# dyser_output_port

$ cat src/rtl/dyser_output_port.sv
// rtl/dyser_output_port.sv - credit-flow-controlled output FIFO between the last DySER stage and the host
// Optional feature macro: DYSER_OUTPORT_STATS_EN adds saturating stat_xfers/stat_stalls counters.
`ifndef DATA_WIDTH
`define DATA_WIDTH 32
`endif

module dyser_output_port #(
   parameter int ID    = 0,
   parameter int DEPTH = 4,
   parameter int AW    = 2
) (
   input  logic                 clk,
   input  logic                 rst_n,
   input  logic                 ready_in,
   input  logic                 valid_in,
   input  logic [`DATA_WIDTH:0] data_in,
   output logic                 credit_out,
   input  logic                 flush,
   input  logic                 out_ack,
   output logic                 out_rdy,
   output logic [`DATA_WIDTH:0] out_data,
   output logic                 out_valid,
   output logic [AW:0]          count
`ifdef DYSER_OUTPORT_STATS_EN
   ,
   output logic [31:0]          stat_xfers,
   output logic [31:0]          stat_stalls
`endif
);

   localparam int          DW       = `DATA_WIDTH + 1;
   localparam logic [AW:0] FULL_CNT = (AW+1)'(DEPTH);

   typedef struct packed {
      logic          valid;
      logic [DW-1:0] data;
   } entry_t;

   entry_t        mem_q [DEPTH];
   logic [AW-1:0] wr_ptr_q, wr_ptr_d;
   logic [AW-1:0] rd_ptr_q, rd_ptr_d;
   logic [AW:0]   count_q, count_d;
   logic          push;
   logic          pop;
   entry_t        head;

   // ID is a label only; tie it off so it carries no logic.
   logic unused_id;
   assign unused_id = (ID != 0);

   // Credit and ready depend only on registered occupancy (plus flush), never on ready_in/out_ack.
   assign credit_out = (count_q != FULL_CNT) & ~flush;
   assign out_rdy    = (count_q != '0);
   assign push       = ready_in & credit_out;
   assign pop        = out_ack & out_rdy & ~flush;

   assign head      = out_rdy ? mem_q[rd_ptr_q] : '0;
   assign out_data  = head.data;
   assign out_valid = head.valid;
   assign count     = count_q;

   // Next-state for pointers and occupancy; flush wins over any push/pop.
   always_comb begin
      wr_ptr_d = wr_ptr_q;
      rd_ptr_d = rd_ptr_q;
      count_d  = count_q;
      if (flush) begin
         wr_ptr_d = '0;
         rd_ptr_d = '0;
         count_d  = '0;
      end else begin
         if (push) wr_ptr_d = wr_ptr_q + AW'(1);
         if (pop)  rd_ptr_d = rd_ptr_q + AW'(1);
         case ({push, pop})
            2'b10:   count_d = count_q + (AW+1)'(1);
            2'b01:   count_d = count_q - (AW+1)'(1);
            default: count_d = count_q;
         endcase
      end
   end

   // Pointer and occupancy registers, cleared asynchronously.
   always_ff @(posedge clk or negedge rst_n) begin
      if (!rst_n) begin
         wr_ptr_q <= '0;
         rd_ptr_q <= '0;
         count_q  <= '0;
      end else begin
         wr_ptr_q <= wr_ptr_d;
         rd_ptr_q <= rd_ptr_d;
         count_q  <= count_d;
      end
   end

   // Storage write; contents are don't-care until counted in, so no reset.
   always_ff @(posedge clk) begin
      if (push) begin
         mem_q[wr_ptr_q] <= '{valid: valid_in, data: data_in};
      end
   end

`ifdef DYSER_OUTPORT_STATS_EN
   logic [31:0] xfers_q;
   logic [31:0] stalls_q;
   logic        stall;

   assign stall = ready_in & ~credit_out;

   // Saturating transfer/stall counters; only reset clears them, flush does not.
   always_ff @(posedge clk or negedge rst_n) begin
      if (!rst_n) begin
         xfers_q  <= '0;
         stalls_q <= '0;
      end else begin
         if (push && (xfers_q != 32'hFFFF_FFFF))   xfers_q  <= xfers_q + 32'd1;
         if (stall && (stalls_q != 32'hFFFF_FFFF)) stalls_q <= stalls_q + 32'd1;
      end
   end

   assign stat_xfers  = xfers_q;
   assign stat_stalls = stalls_q;
`endif

endmodule

$ cat config.mk
export PLATFORM = sky130hd
export DESIGN_NAME = dyser_output_port
export DESIGN_NICKNAME = d
export VERILOG_FILES = /design/src/rtl/dyser_output_port.sv
export SDC_FILE = /design/constraint.sdc
export NUM_CORES = 1
export LEC_CHECK = 0
export ABC_AREA = 1
export CORE_UTILIZATION = 50
export CTS_CLUSTER_DIAMETER = 120
export DETAILED_ROUTE_END_ITERATION = 16
export GPL_ROUTABILITY_DRIVEN = 0
export PLACE_DENSITY = 0.76
export SYNTH_ARGS = -nofsm -noshare
export SYNTH_HDL_FRONTEND = slang
export SYNTH_SLANG_ARGS = --single-unit
$ cat constraint.sdc
create_clock -name clk -period 4 [get_ports clk]
set_input_delay 0.8 -clock clk [delete_from_list [all_inputs] [get_ports clk]]
set_output_delay 0.8 -clock clk [all_outputs]
set_load 0.005 [all_outputs]
dyser_output_port/density.png
Drawn at 3 px/µm. 11 x 11 tiles, from black (low) to pale yellow (high), 0 to 100% covered.
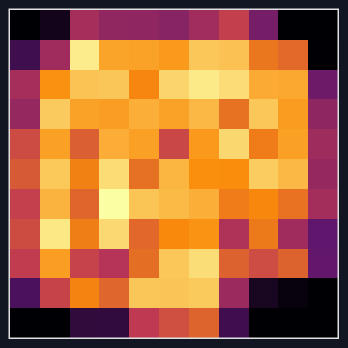
emptiest ninth of the die: bottom right
tiles over 75% full: 41%
mean over tiles: 59%
fullest tile: 100%
nearly empty tiles: 8.3%

==> metrics.cfg <==
[drt]
drt_wl_total_um = 12200

[die]
die_width_um = 109
die_height_um = 109
design.portCount = 78

[worst_setup_path]
worst_path_max_delay_cell = dfrtp_1
worst_path_largest_cell_delay_ps = 600
worstSetupEndpointType = primary output
critPathCapture = out_data[32]
timing.rr.start = count[0]

[clock_tree]
cts.reportedPaths.clkPinSlew_ps = 60
clock_sink_count = 143
worst_skew_pair.late_latency_ps = 410

[grt]
antenna_found_initial = 0
maximum_number_of_pins_on_one_net_before_global_route_repair = 70

[yosys]
ys_warn_count = 0
mappedNetlistArea_mm2 = 0.00575

[power]
powerComb_mw = 0.450
power.share.combinational_pct = 12.1

[placement]
preCtsSetupSlack_ps = 1010

[layout]
fin_cells = 696

[run_status]
outcome = finished, final reports clean

## cells by family (layout without fill, tap and decap cells)
logic type      after synthesis  after routing  synth area share (%)
xor+xnor                      1              1                 0.152
simple gates                165            165                  11.8
flops                       143            143                  74.1
compound gates              110            110                  9.71
buf+inv                      39            132                  3.05
fa+ha+maj                     5              5                  1.22
## final cells by class
class                   count  area [µm²]
multi-input cells         281        1340
flip-flops and latches    143        4260
repair buffers             86         838
clock inverters            14         159
fillers                   804        3770
inverters                  14        52.6
well taps                 140         175
clock buffers              18         429
## worst register-to-register path, delay by kind of cell, from the launching register on
| kind | cells | cell delay, ps |
|---|---|---|
| simple gates | 9 | 770 |
| xor+xnor | 1 | 250 |
| fa+ha+maj | 1 | 380 |
| flops | 1 | 450 |
| buf+inv | 2 | 130 |
## layer usage
metal	wire, µm	track usage, %	up-vias
li1	-	-	1792
met1	5010	27.3	1834
met2	6440	38.0	106
met3	583	5.74	14
met4	178	9.05	0
met5	0	0	-
## state kept, by name, indices dropped and copies added, names as in the netlist
name	count
mem_q	136
rd_ptr_q	2
wr_ptr_q	2
count	3

# parity_frame_ctrl

## config.mk

```make
export PLATFORM = sky130hd
export DESIGN_NAME = parity_frame_ctrl
export DESIGN_NICKNAME = d
export VERILOG_FILES = /design/src/rtl/parity_frame_ctrl.sv
export SDC_FILE = /design/constraint.sdc
export NUM_CORES = 1
export LEC_CHECK = 0
export CORE_UTILIZATION = 45
export CTS_BUF_LIST = sky130_fd_sc_hd__clkbuf_8
export CTS_CLUSTER_DIAMETER = 200
export DETAILED_ROUTE_END_ITERATION = 10
export PLACE_DENSITY = 0.73
export SYNTH_ARGS = -nofsm -noshare
export SYNTH_HDL_FRONTEND = slang
export SYNTH_SLANG_ARGS = --single-unit
```

## constraint.sdc

```tcl
create_clock -name clk -period 2 [get_ports clk]
set_input_delay 0.3 -clock clk [delete_from_list [all_inputs] [get_ports clk]]
set_output_delay 0.3 -clock clk [all_outputs]
set_load 0.02 [all_outputs]
```

## src/rtl/parity_frame_ctrl.sv

```systemverilog
// ---------------------------------------------------------------------------
// parity_frame_ctrl
//
// Frame parity controller. Each accepted byte is driven onto data_in, which
// feeds an external combinational parity generator. The controller waits
// SETTLE cycles and then samples the generator's par_bit. Across FRAME_LEN
// bytes it accumulates the frame parity and a count of odd-parity bytes. The
// result is then held on a valid/ready output until it is taken.
//
// Parameters
//   FRAME_LEN   bytes per frame, 1..15
//   SETTLE      cycles a byte is held on data_in before par_bit is sampled, 1..7
//   ODD         0 = even frame parity, 1 = odd frame parity
//
// Ports
//   clk          sole clock, rising edge
//   rst_n        asynchronous active-low reset
//   in_valid     upstream byte available
//   in_ready     controller can accept a byte (IDLE only)
//   in_data      upstream byte
//   abort        discard the current frame (wins over everything else)
//   data_in      byte presented to the shared parity generator
//   par_bit      XOR-reduction of data_in from the generator
//   out_valid    frame result available
//   out_ready    downstream takes the result
//   out_parity   frame parity (acc ^ ODD), only meaningful with out_valid
//   out_odd_cnt  number of bytes in the frame whose par_bit was 1
//
// state | meaning
// ------+--------------------------------------------------------------
// IDLE  | waiting for a byte; in_ready high
// DRIVE | byte on data_in; settle counter running, sample when it is 0
// DONE  | frame complete; result held until out_ready
// ---------------------------------------------------------------------------
module parity_frame_ctrl #(
    parameter int unsigned FRAME_LEN = 4,
    parameter int unsigned SETTLE    = 1,
    parameter bit          ODD       = 1'b0
) (
    input  logic       clk,
    input  logic       rst_n,
    input  logic       in_valid,
    output logic       in_ready,
    input  logic [7:0] in_data,
    input  logic       abort,
    output logic [7:0] data_in,
    input  logic       par_bit,
    output logic       out_valid,
    input  logic       out_ready,
    output logic       out_parity,
    output logic [3:0] out_odd_cnt
);

    typedef enum logic [1:0] {
        IDLE  = 2'd0,
        DRIVE = 2'd1,
        DONE  = 2'd2
    } state_t;

    localparam logic [2:0] SETTLE_LOAD = 3'(SETTLE - 1);
    localparam logic [3:0] FRAME_LAST  = 4'(FRAME_LEN);

    state_t     state, state_nxt;
    logic       acc, acc_nxt;
    logic [3:0] byte_cnt, byte_cnt_nxt;
    logic [3:0] odd_cnt_nxt;
    logic [2:0] settle_cnt, settle_nxt;
    logic [7:0] data_nxt;

    always_ff @(posedge clk or negedge rst_n) begin
        if (!rst_n) begin
            state       <= IDLE;
            acc         <= 1'b0;
            byte_cnt    <= 4'd0;
            out_odd_cnt <= 4'd0;
            settle_cnt  <= 3'd0;
            data_in     <= 8'h00;
        end else begin
            state       <= state_nxt;
            acc         <= acc_nxt;
            byte_cnt    <= byte_cnt_nxt;
            out_odd_cnt <= odd_cnt_nxt;
            settle_cnt  <= settle_nxt;
            data_in     <= data_nxt;
        end
    end

    always_comb begin
        state_nxt    = state;
        acc_nxt      = acc;
        byte_cnt_nxt = byte_cnt;
        odd_cnt_nxt  = out_odd_cnt;
        settle_nxt   = settle_cnt;
        data_nxt     = data_in;
        in_ready     = 1'b0;
        out_valid    = 1'b0;
        out_parity   = 1'b0;

        case (state)
            IDLE: begin
                in_ready = 1'b1;
                if (in_valid) begin
                    data_nxt   = in_data;
                    settle_nxt = SETTLE_LOAD;
                    state_nxt  = DRIVE;
                end
            end
            DRIVE: begin
                if (settle_cnt != 3'd0) begin
                    settle_nxt = settle_cnt - 3'd1;
                end else begin
                    acc_nxt      = acc ^ par_bit;
                    odd_cnt_nxt  = out_odd_cnt + {3'b000, par_bit};
                    byte_cnt_nxt = byte_cnt + 4'd1;
                    state_nxt    = ((byte_cnt + 4'd1) == FRAME_LAST) ? DONE : IDLE;
                end
            end
            DONE: begin
                out_valid  = 1'b1;
                // Gated by DONE so out_parity reads 0 in reset/idle even when ODD=1.
                out_parity = acc ^ ODD;
                if (out_ready) begin
                    acc_nxt      = 1'b0;
                    byte_cnt_nxt = 4'd0;
                    odd_cnt_nxt  = 4'd0;
                    state_nxt    = IDLE;
                end
            end
            default: begin
                state_nxt = IDLE;
            end
        endcase

        // Abort overrides acceptance, sampling and the result handshake, but
        // leaves the last byte on data_in.
        if (abort) begin
            state_nxt    = IDLE;
            acc_nxt      = 1'b0;
            byte_cnt_nxt = 4'd0;
            odd_cnt_nxt  = 4'd0;
            settle_nxt   = 3'd0;
            data_nxt     = data_in;
        end
    end

endmodule

```

parity_frame_ctrl/registers.png
Drawn at 8 px/µm. Other sequential cells in the stronger gray, the rest of the logic in the fainter gray.
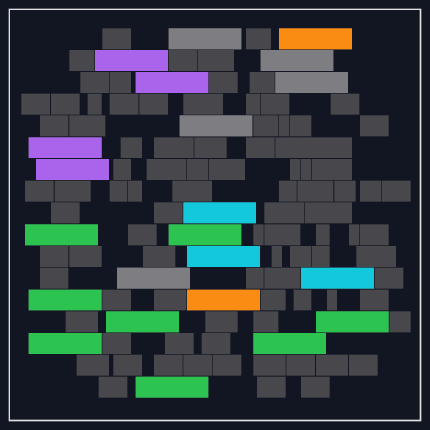
[purple] out_odd_cnt | flops: 4 | where: top left
[green] data_in | flops: 8
[orange] state | flops: 2
[cyan] settle_cnt | flops: 3

parity_frame_ctrl/pdn.png
Drawn at 8 px/µm. Pins as bars on the die edge.
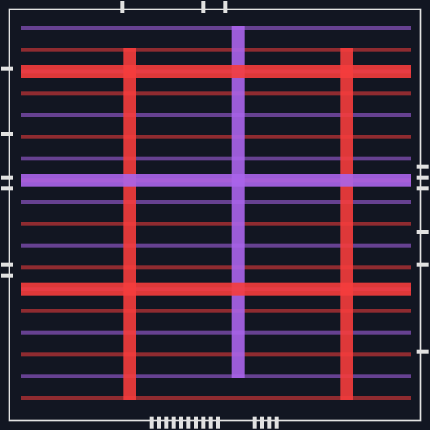
[red] VSS
[purple] VDD
met4 straps: 3
met1 rails: 18
met5 straps: 3

==> metrics.cfg <==
[worst_setup_path]
critPathMaxFanout = 7
critPathTopFamily = buffers and inverters
cp.arrival_ps = 1540
cp_data_required_time_ps = 1700

[power]
p_sw_mw = 0.247
p_per_area_mw_per_mm2 = 691
leakage_nw = 0.661
share_clk_of_total_power_pct = 30.2

[yosys]
mappedNetlistArea_mm2 = 0.00109
synth.lib_cells_used.distinct = 29
synth_compound_gate_area_share_pct = 13.7
synthesis.nets = 99
synth_adder_area_share_pct = 5.74
ys_cells = 80
synth.yosys.chip_area_mm2 = 0.00109

[final_timing]
fmax_mhz = 543
fin_hold_ws_ps = 386
finalHoldViolations = 0

[layout]
clkbuf_count = 4
largest_register_ffs = 8
layout_top_cell_excl_fill_tap = clkdlybuf4s50_1
clock_tree_area_fraction_pct = 3.74
area_dominant_cell_class_after_layout = registers

[die]
floorplan.core_util_pct = 48.3

[placement]
number_of_buffers_inserted_by_port_buffering = 28
detailed_place_hpwl_um = 1540

[drt]
num_vias = 744
drc_errors = 0

[run_status]
outcome = finished, final reports clean

[grt]
grt_first_pass_wirelength_um = 3460

cell usage after synthesis (all sizes together):
| cell | n | share of area [%] |
|---|---|---|
| and2b | 2 | 1.5 |
| a221oi | 1 | 2.4 |
| a21oi | 1 | 0.46 |
| o21ai | 1 | 0.46 |
| nor3 | 1 | 1.5 |
| o32ai | 2 | 1.6 |
| a21bo | 1 | 0.92 |
| and4bb | 1 | 1.1 |
| buf | 2 | 2.1 |
| or4b | 1 | 1.3 |
| inv | 3 | 1.0 |
| a221o | 2 | 1.8 |
| mux2 | 9 | 9.3 |
| xnor2 | 2 | 1.6 |
| nand2b | 4 | 3.0 |
| ha | 5 | 5.7 |
| nor2b | 4 | 3.0 |
| nand3 | 2 | 0.92 |
| a22o | 5 | 4.6 |
| and2 | 1 | 0.69 |
| dfrtp | 22 | 51 |
| nand2 | 2 | 0.69 |
| o31ai | 2 | 1.4 |
| and3b | 2 | 1.7 |
| nor2 | 2 | 0.69 |
power groups by stage:
stage	clock, mW	combinational (mW)	sequential (mW)
after CTS	0.315	0.215	0.499
after floorplan	0	0.0625	0.544
after detailed placement	0	0.214	0.508
after global routing	0.332	0.226	0.506
after global placement	0	0.209	0.506
final	0.306	0.211	0.499

# wb_serial_fifo

wb_serial_fifo/met2.png
Drawn at 2 px/µm.
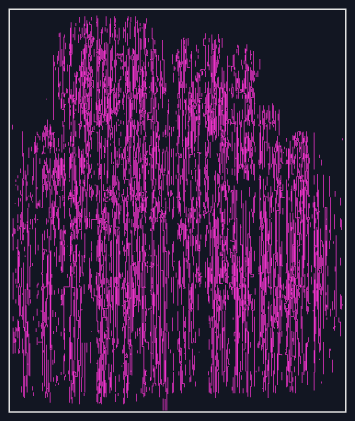
### config.mk
export PLATFORM = sky130hd
export DESIGN_NAME = wb_serial_fifo
export DESIGN_NICKNAME = d
export VERILOG_FILES = /design/src/rtl/wb_serial_pkg.sv /design/src/rtl/sync_fifo.sv /design/src/rtl/wb_serial_fifo.sv
export SDC_FILE = /design/constraint.sdc
export NUM_CORES = 1
export LEC_CHECK = 0
export CAP_MARGIN = 20
export CORE_ASPECT_RATIO = 1.2
export CORE_UTILIZATION = 56
export CTS_BUF_LIST = sky130_fd_sc_hd__clkbuf_4 sky130_fd_sc_hd__clkbuf_8
export DETAILED_ROUTE_END_ITERATION = 6
export PLACE_DENSITY = 0.76
export SETUP_SLACK_MARGIN = 0.5
export SLEW_MARGIN = 40
export SYNTH_ARGS = -nofsm -noshare
export SYNTH_HDL_FRONTEND = slang
export SYNTH_SLANG_ARGS = --single-unit
export TNS_END_PERCENT = 100
### constraint.sdc
create_clock -name clk -period 4.35 [get_ports clk]
set_input_delay 0.6525 -clock clk [delete_from_list [all_inputs] [get_ports clk]]
set_output_delay 0.6525 -clock clk [all_outputs]
set_load 0.1 [all_outputs]
### src/rtl/wb_serial_pkg.sv
// Shared register map, bit indices and UART engine state type for wb_serial_fifo.
package wb_serial_pkg;

    localparam logic [3:0] REG_DATA   = 4'h0;
    localparam logic [3:0] REG_STATUS = 4'h1;
    localparam logic [3:0] REG_CTRL   = 4'h2;
    localparam logic [3:0] REG_DIV_LO = 4'h3;
    localparam logic [3:0] REG_DIV_HI = 4'h4;

    localparam int ST_RX_AVAIL = 0;
    localparam int ST_RX_FULL  = 1;
    localparam int ST_TX_EMPTY = 2;
    localparam int ST_TX_FULL  = 3;
    localparam int ST_RX_OVF   = 4;
    localparam int ST_FRAME_ERR = 5;
    localparam int ST_TX_OVF   = 6;
    localparam int ST_TX_BUSY  = 7;

    localparam int CTRL_CLR_FLAGS = 0;
    localparam int CTRL_RX_FLUSH  = 1;
    localparam int CTRL_TX_FLUSH  = 2;
    localparam int CTRL_LOOPBACK  = 3;

    localparam logic [15:0] DIV_MIN = 16'd4;

    typedef enum logic [1:0] {IDLE, START, DATA, STOP} uart_state_t;

    // The receiver samples at div/2, so tiny divisors are forced up to a sane floor.
    function automatic logic [15:0] clamp_div(input logic [15:0] d);
        return (d < DIV_MIN) ? DIV_MIN : d;
    endfunction

endpackage

### src/rtl/sync_fifo.sv
// Single-clock FIFO with flush; flush wins over push/pop, push into a full FIFO
// is accepted only when a pop happens in the same cycle.
module sync_fifo #(
    parameter int WIDTH = 8,
    parameter int DEPTH = 16
) (
    input  logic                     clk,
    input  logic                     rst,
    input  logic                     push,
    input  logic [WIDTH-1:0]         din,
    input  logic                     pop,
    input  logic                     flush,
    output logic [WIDTH-1:0]         dout,
    output logic                     full,
    output logic                     empty,
    output logic [$clog2(DEPTH):0]   count
);
    localparam int AW = $clog2(DEPTH);
    localparam int CW = AW + 1;

    logic [WIDTH-1:0] mem [DEPTH];
    logic [AW-1:0]    wr_ptr, rd_ptr;
    logic             do_push, do_pop;

    assign full    = (count == CW'(DEPTH));
    assign empty   = (count == '0);
    assign dout    = mem[rd_ptr];
    assign do_pop  = pop && !empty;
    assign do_push = push && (!full || do_pop);

    always_ff @(posedge clk) begin
        if (rst || flush) begin
            wr_ptr <= '0;
            rd_ptr <= '0;
            count  <= '0;
        end else begin
            if (do_push) wr_ptr <= wr_ptr + AW'(1);
            if (do_pop)  rd_ptr <= rd_ptr + AW'(1);
            if (do_push && !do_pop)      count <= count + CW'(1);
            else if (do_pop && !do_push) count <= count - CW'(1);
        end
    end

    always_ff @(posedge clk) begin
        if (!rst && !flush && do_push) mem[wr_ptr] <= din;
    end

endmodule

### src/rtl/wb_serial_fifo.sv
// Wishbone-attached 8N1 UART with TX/RX FIFOs and status/divisor registers.
// Optional internal loopback (CTRL bit3) is built when WB_SERIAL_LOOPBACK_EN is defined.
module wb_serial_fifo
    import wb_serial_pkg::*;
#(
    parameter int CLKS_PER_BIT = 234,
    parameter int FIFO_DEPTH   = 16
) (
    input  logic       clk,
    input  logic       rst,
    input  logic [7:0] wb_adr_i,
    input  logic [7:0] wb_dat_i,
    output logic [7:0] wb_dat_o,
    input  logic       wb_cyc_i,
    input  logic       wb_stb_i,
    input  logic       wb_we_i,
    output logic       wb_ack_o,
    input  logic       uart_rx,
    output logic       uart_tx,
    output logic       irq
);
    localparam int CW = $clog2(FIFO_DEPTH) + 1;

    logic [3:0]  reg_sel;
    logic        wb_access, wb_wr, wb_rd, ctrl_wr;
    logic [7:0]  rd_data, status, ctrl_rd;
    logic [15:0] div_reg, div_eff;
    logic        rx_ovf, frame_err, tx_ovf;
    logic        unused_adr_hi;

    assign reg_sel       = wb_adr_i[3:0];
    assign unused_adr_hi = ^wb_adr_i[7:4];
    assign wb_access     = wb_cyc_i && wb_stb_i && !wb_ack_o;
    assign wb_wr         = wb_access && wb_we_i;
    assign wb_rd         = wb_access && !wb_we_i;
    assign ctrl_wr       = wb_wr && (reg_sel == REG_CTRL);
    assign div_eff       = clamp_div(div_reg);

    // FIFOs
    logic          tx_push, tx_pop, tx_flush, tx_full, tx_empty;
    logic          rx_push, rx_pop, rx_flush, rx_full, rx_empty;
    logic [7:0]    tx_head, rx_head, rx_shift;
    logic [CW-1:0] tx_count, rx_count;

    assign tx_push  = wb_wr && (reg_sel == REG_DATA);
    assign rx_pop   = wb_rd && (reg_sel == REG_DATA);
    assign tx_flush = ctrl_wr && wb_dat_i[CTRL_TX_FLUSH];
    assign rx_flush = ctrl_wr && wb_dat_i[CTRL_RX_FLUSH];

    sync_fifo #(.WIDTH(8), .DEPTH(FIFO_DEPTH)) u_tx_fifo (
        .clk(clk), .rst(rst), .push(tx_push), .din(wb_dat_i), .pop(tx_pop),
        .flush(tx_flush), .dout(tx_head), .full(tx_full), .empty(tx_empty), .count(tx_count)
    );

    sync_fifo #(.WIDTH(8), .DEPTH(FIFO_DEPTH)) u_rx_fifo (
        .clk(clk), .rst(rst), .push(rx_push), .din(rx_shift), .pop(rx_pop),
        .flush(rx_flush), .dout(rx_head), .full(rx_full), .empty(rx_empty), .count(rx_count)
    );

    // Transmitter
    uart_state_t tx_state, tx_state_n;
    logic [15:0] tx_cnt, tx_cnt_n, tx_div, tx_div_n;
    logic [2:0]  tx_bit, tx_bit_n;
    logic [7:0]  tx_shift, tx_shift_n;
    logic        tx_end, tx_ser;

    assign tx_end = (tx_cnt == tx_div - 16'd1);
    assign tx_ser = (tx_state == START) ? 1'b0 : (tx_state == DATA) ? tx_shift[0] : 1'b1;

    always_comb begin
        tx_state_n = tx_state;
        tx_cnt_n   = tx_cnt + 16'd1;
        tx_div_n   = tx_div;
        tx_bit_n   = tx_bit;
        tx_shift_n = tx_shift;
        tx_pop     = 1'b0;
        case (tx_state)
            IDLE: begin
                tx_cnt_n = '0;
                if (!tx_empty && !tx_flush) begin
                    tx_pop     = 1'b1;
                    tx_shift_n = tx_head;
                    tx_div_n   = div_eff;
                    tx_state_n = START;
                end
            end
            START: if (tx_end) begin
                tx_cnt_n   = '0;
                tx_bit_n   = '0;
                tx_state_n = DATA;
            end
            DATA: if (tx_end) begin
                tx_cnt_n   = '0;
                tx_shift_n = {1'b0, tx_shift[7:1]};
                tx_bit_n   = tx_bit + 3'd1;
                if (tx_bit == 3'd7) tx_state_n = STOP;
            end
            STOP: if (tx_end) begin
                tx_cnt_n = '0;
                // Chain straight into the next start bit so queued bytes leave gap-free.
                if (!tx_empty && !tx_flush) begin
                    tx_pop     = 1'b1;
                    tx_shift_n = tx_head;
                    tx_div_n   = div_eff;
                    tx_state_n = START;
                end else begin
                    tx_state_n = IDLE;
                end
            end
            default: tx_state_n = IDLE;
        endcase
    end

    always_ff @(posedge clk) begin
        if (rst) begin
            tx_state <= IDLE;
            tx_cnt   <= '0;
            tx_div   <= 16'(CLKS_PER_BIT);
            tx_bit   <= '0;
            tx_shift <= '0;
        end else begin
            tx_state <= tx_state_n;
            tx_cnt   <= tx_cnt_n;
            tx_div   <= tx_div_n;
            tx_bit   <= tx_bit_n;
            tx_shift <= tx_shift_n;
        end
    end

    // Loopback routing
    logic rx_line;
`ifdef WB_SERIAL_LOOPBACK_EN
    logic lb_en;
    always_ff @(posedge clk) begin
        if (rst)          lb_en <= 1'b0;
        else if (ctrl_wr) lb_en <= wb_dat_i[CTRL_LOOPBACK];
    end
    assign rx_line = lb_en ? tx_ser : uart_rx;
    assign uart_tx = lb_en ? 1'b1 : tx_ser;
    assign ctrl_rd = {4'b0, lb_en, 3'b0};
`else
    assign rx_line = uart_rx;
    assign uart_tx = tx_ser;
    assign ctrl_rd = 8'h00;
`endif

    // Receiver
    uart_state_t rx_state, rx_state_n;
    logic [15:0] rx_cnt, rx_cnt_n, rx_div, rx_div_n;
    logic [2:0]  rx_bit, rx_bit_n;
    logic [7:0]  rx_shift_n;
    logic        rx_s1, rx_s2, rx_prev, rx_end, rx_ferr;

    assign rx_end = (rx_cnt == rx_div - 16'd1);

    always_comb begin
        rx_state_n = rx_state;
        rx_cnt_n   = rx_cnt + 16'd1;
        rx_div_n   = rx_div;
        rx_bit_n   = rx_bit;
        rx_shift_n = rx_shift;
        rx_push    = 1'b0;
        rx_ferr    = 1'b0;
        case (rx_state)
            IDLE: begin
                rx_cnt_n = '0;
                if (rx_prev && !rx_s2) begin
                    rx_div_n   = div_eff;
                    rx_state_n = START;
                end
            end
            START: if (rx_cnt == (rx_div >> 1) - 16'd1) begin
                rx_cnt_n   = '0;
                rx_bit_n   = '0;
                rx_state_n = rx_s2 ? IDLE : DATA;
            end
            DATA: if (rx_end) begin
                rx_cnt_n   = '0;
                rx_shift_n = {rx_s2, rx_shift[7:1]};
                rx_bit_n   = rx_bit + 3'd1;
                if (rx_bit == 3'd7) rx_state_n = STOP;
            end
            STOP: if (rx_end) begin
                rx_cnt_n   = '0;
                rx_push    = rx_s2;
                rx_ferr    = !rx_s2;
                rx_state_n = IDLE;
            end
            default: rx_state_n = IDLE;
        endcase
    end

    always_ff @(posedge clk) begin
        if (rst) begin
            rx_s1    <= 1'b1;
            rx_s2    <= 1'b1;
            rx_prev  <= 1'b1;
            rx_state <= IDLE;
            rx_cnt   <= '0;
            rx_div   <= 16'(CLKS_PER_BIT);
            rx_bit   <= '0;
            rx_shift <= '0;
        end else begin
            rx_s1    <= rx_line;
            rx_s2    <= rx_s1;
            rx_prev  <= rx_s2;
            rx_state <= rx_state_n;
            rx_cnt   <= rx_cnt_n;
            rx_div   <= rx_div_n;
            rx_bit   <= rx_bit_n;
            rx_shift <= rx_shift_n;
        end
    end

    // Sticky flags and divisor; a set in the same cycle as a clear wins.
    always_ff @(posedge clk) begin
        if (rst) begin
            rx_ovf    <= 1'b0;
            frame_err <= 1'b0;
            tx_ovf    <= 1'b0;
            div_reg   <= 16'(CLKS_PER_BIT);
        end else begin
            if (ctrl_wr && wb_dat_i[CTRL_CLR_FLAGS]) begin
                rx_ovf    <= 1'b0;
                frame_err <= 1'b0;
                tx_ovf    <= 1'b0;
            end
            if (rx_push && rx_full && !rx_pop && !rx_flush) rx_ovf <= 1'b1;
            if (tx_push && tx_full && !tx_pop && !tx_flush) tx_ovf <= 1'b1;
            if (rx_ferr) frame_err <= 1'b1;
            if (wb_wr && reg_sel == REG_DIV_LO) div_reg[7:0]  <= wb_dat_i;
            if (wb_wr && reg_sel == REG_DIV_HI) div_reg[15:8] <= wb_dat_i;
        end
    end

    always_comb begin
        status               = 8'h00;
        status[ST_RX_AVAIL]  = (rx_count != '0);
        status[ST_RX_FULL]   = (rx_count == CW'(FIFO_DEPTH));
        status[ST_TX_EMPTY]  = (tx_count == '0);
        status[ST_TX_FULL]   = (tx_count == CW'(FIFO_DEPTH));
        status[ST_RX_OVF]    = rx_ovf;
        status[ST_FRAME_ERR] = frame_err;
        status[ST_TX_OVF]    = tx_ovf;
        status[ST_TX_BUSY]   = (tx_state != IDLE);
    end

    always_comb begin
        rd_data = 8'h00;
        case (reg_sel)
            REG_DATA:   rd_data = rx_empty ? 8'h00 : rx_head;
            REG_STATUS: rd_data = status;
            REG_CTRL:   rd_data = ctrl_rd;
            REG_DIV_LO: rd_data = div_reg[7:0];
            REG_DIV_HI: rd_data = div_reg[15:8];
            default:    rd_data = 8'h00;
        endcase
    end

    always_ff @(posedge clk) begin
        if (rst) begin
            wb_ack_o <= 1'b0;
            wb_dat_o <= 8'h00;
        end else begin
            wb_ack_o <= wb_access;
            if (wb_rd) wb_dat_o <= rd_data;
        end
    end

    assign irq = (rx_count != '0);

endmodule

==> metrics.cfg <==
[run_status]
outcome = finished, final reports clean

[clock_tree]
tritoncts = done
cts.reportedPaths.clkPinSlew_ps = 70

[final_timing]
relSlewSlack_pct = 46.4

[placement]
placedCellCount = 1828

[yosys]
synth-seq-cells = 411
post_synth_inst_count = 1429
ys_top_cells_by_count = 256 x edfxtp_1, 155 x dfxtp_1, 142 x nor2_1
synth_top_flop_cell = edfxtp_1

[drt]
dr.first_iter.drc_count = 1117
met2RoutedLength_um = 20000

[power]
leakage_nw = 7.13

[grt]
grtUsageMet2_pct = 41.1
first_global_vias = 11800

[layout]
regArea_mm2 = 0.0108
n_antenna_cell = 0

[die]
die_height_um = 201

[worst_hold_path]
hp_class = input pin to flop

[worst_setup_path]
timing.rr.end = u_rx_fifo.count[4]

Notes on wb_serial_fifo/met2.png above:
share of all routed wire: 51%
main direction: vertical
longest straight run: 84.6 µm

power breakdown:
part | switching [mW] | leakage (nW) | internal [mW]
clock | 1.47 | 0.655 | 1.63
combinational | 0.698 | 2.89 | 0.609
sequential | 0.159 | 3.59 | 4.20
cells by family after synthesis:
| kind of cell | Yosys count | synth area share, % |
|---|---|---|
| compound gates | 191 | 6.93 |
| xor+xnor | 96 | 4.64 |
| fa+ha+maj | 35 | 2.46 |
| buf+inv | 116 | 2.67 |
| flops | 411 | 58.6 |
| mux | 123 | 12.1 |
| simple gates | 457 | 12.5 |
area by class of cell:
type	count	area share (%)
Multi-Input combinational cell	902	35.2
Clock inverter	26	0.815
Inverter	32	0.580
Tap cell	407	2.46
Sequential cell	411	52.2
Clock buffer	87	5.09
Timing Repair Buffer	101	3.71
stage by stage:
step / hold slack, ps / util, % / worst slack (ps) / area [µm²]
3_5_place_dp: 402 / 59.5 / 155 / 19200
4_1_cts: 345 / 63.8 / 475 / 20600
2_1_floorplan: 389 / - / 495 / 18500
6_report: 377 / 64.2 / 413 / 20700
5_1_grt: 387 / 64.2 / 244 / 20700
3_3_place_gp: 394 / 59.7 / 247 / 19200


==> layout pictures side by side <==
Clock routing.
(a)
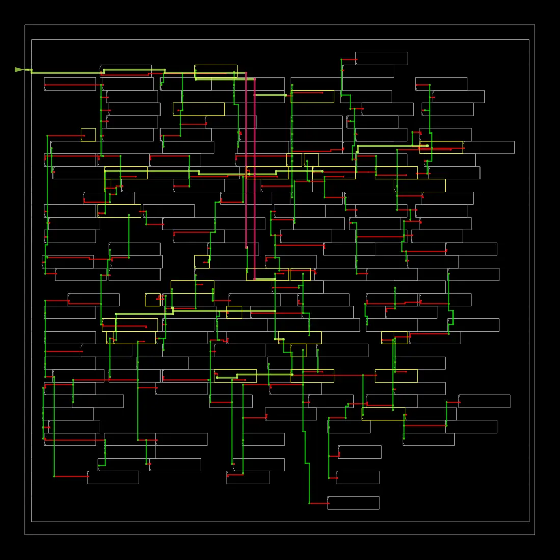
(b)
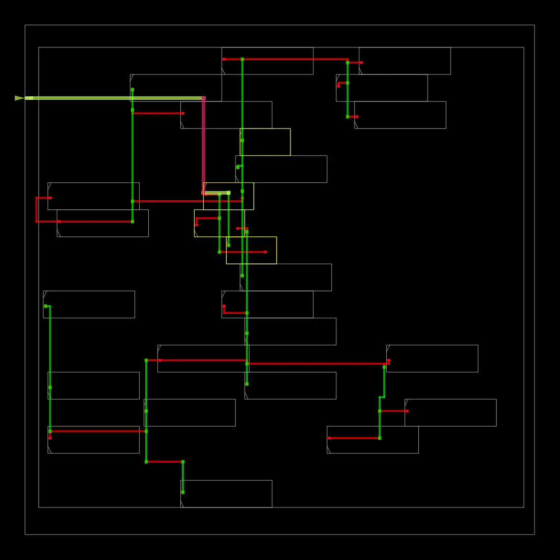
(c)
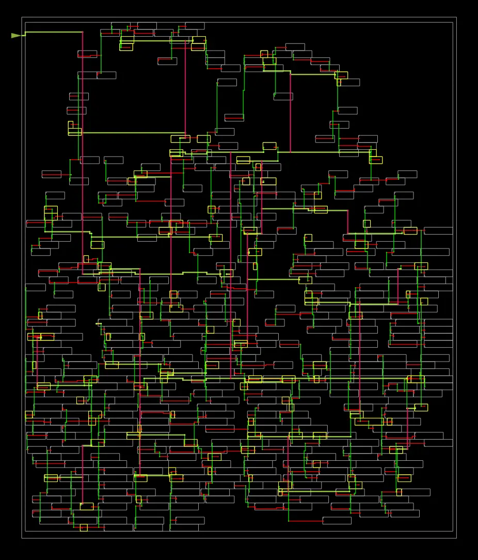
- dyser_output_port = (a)
- wb_serial_fifo = (c)
- parity_frame_ctrl = (b)

Power is estimated from default activity; no workload was simulated.
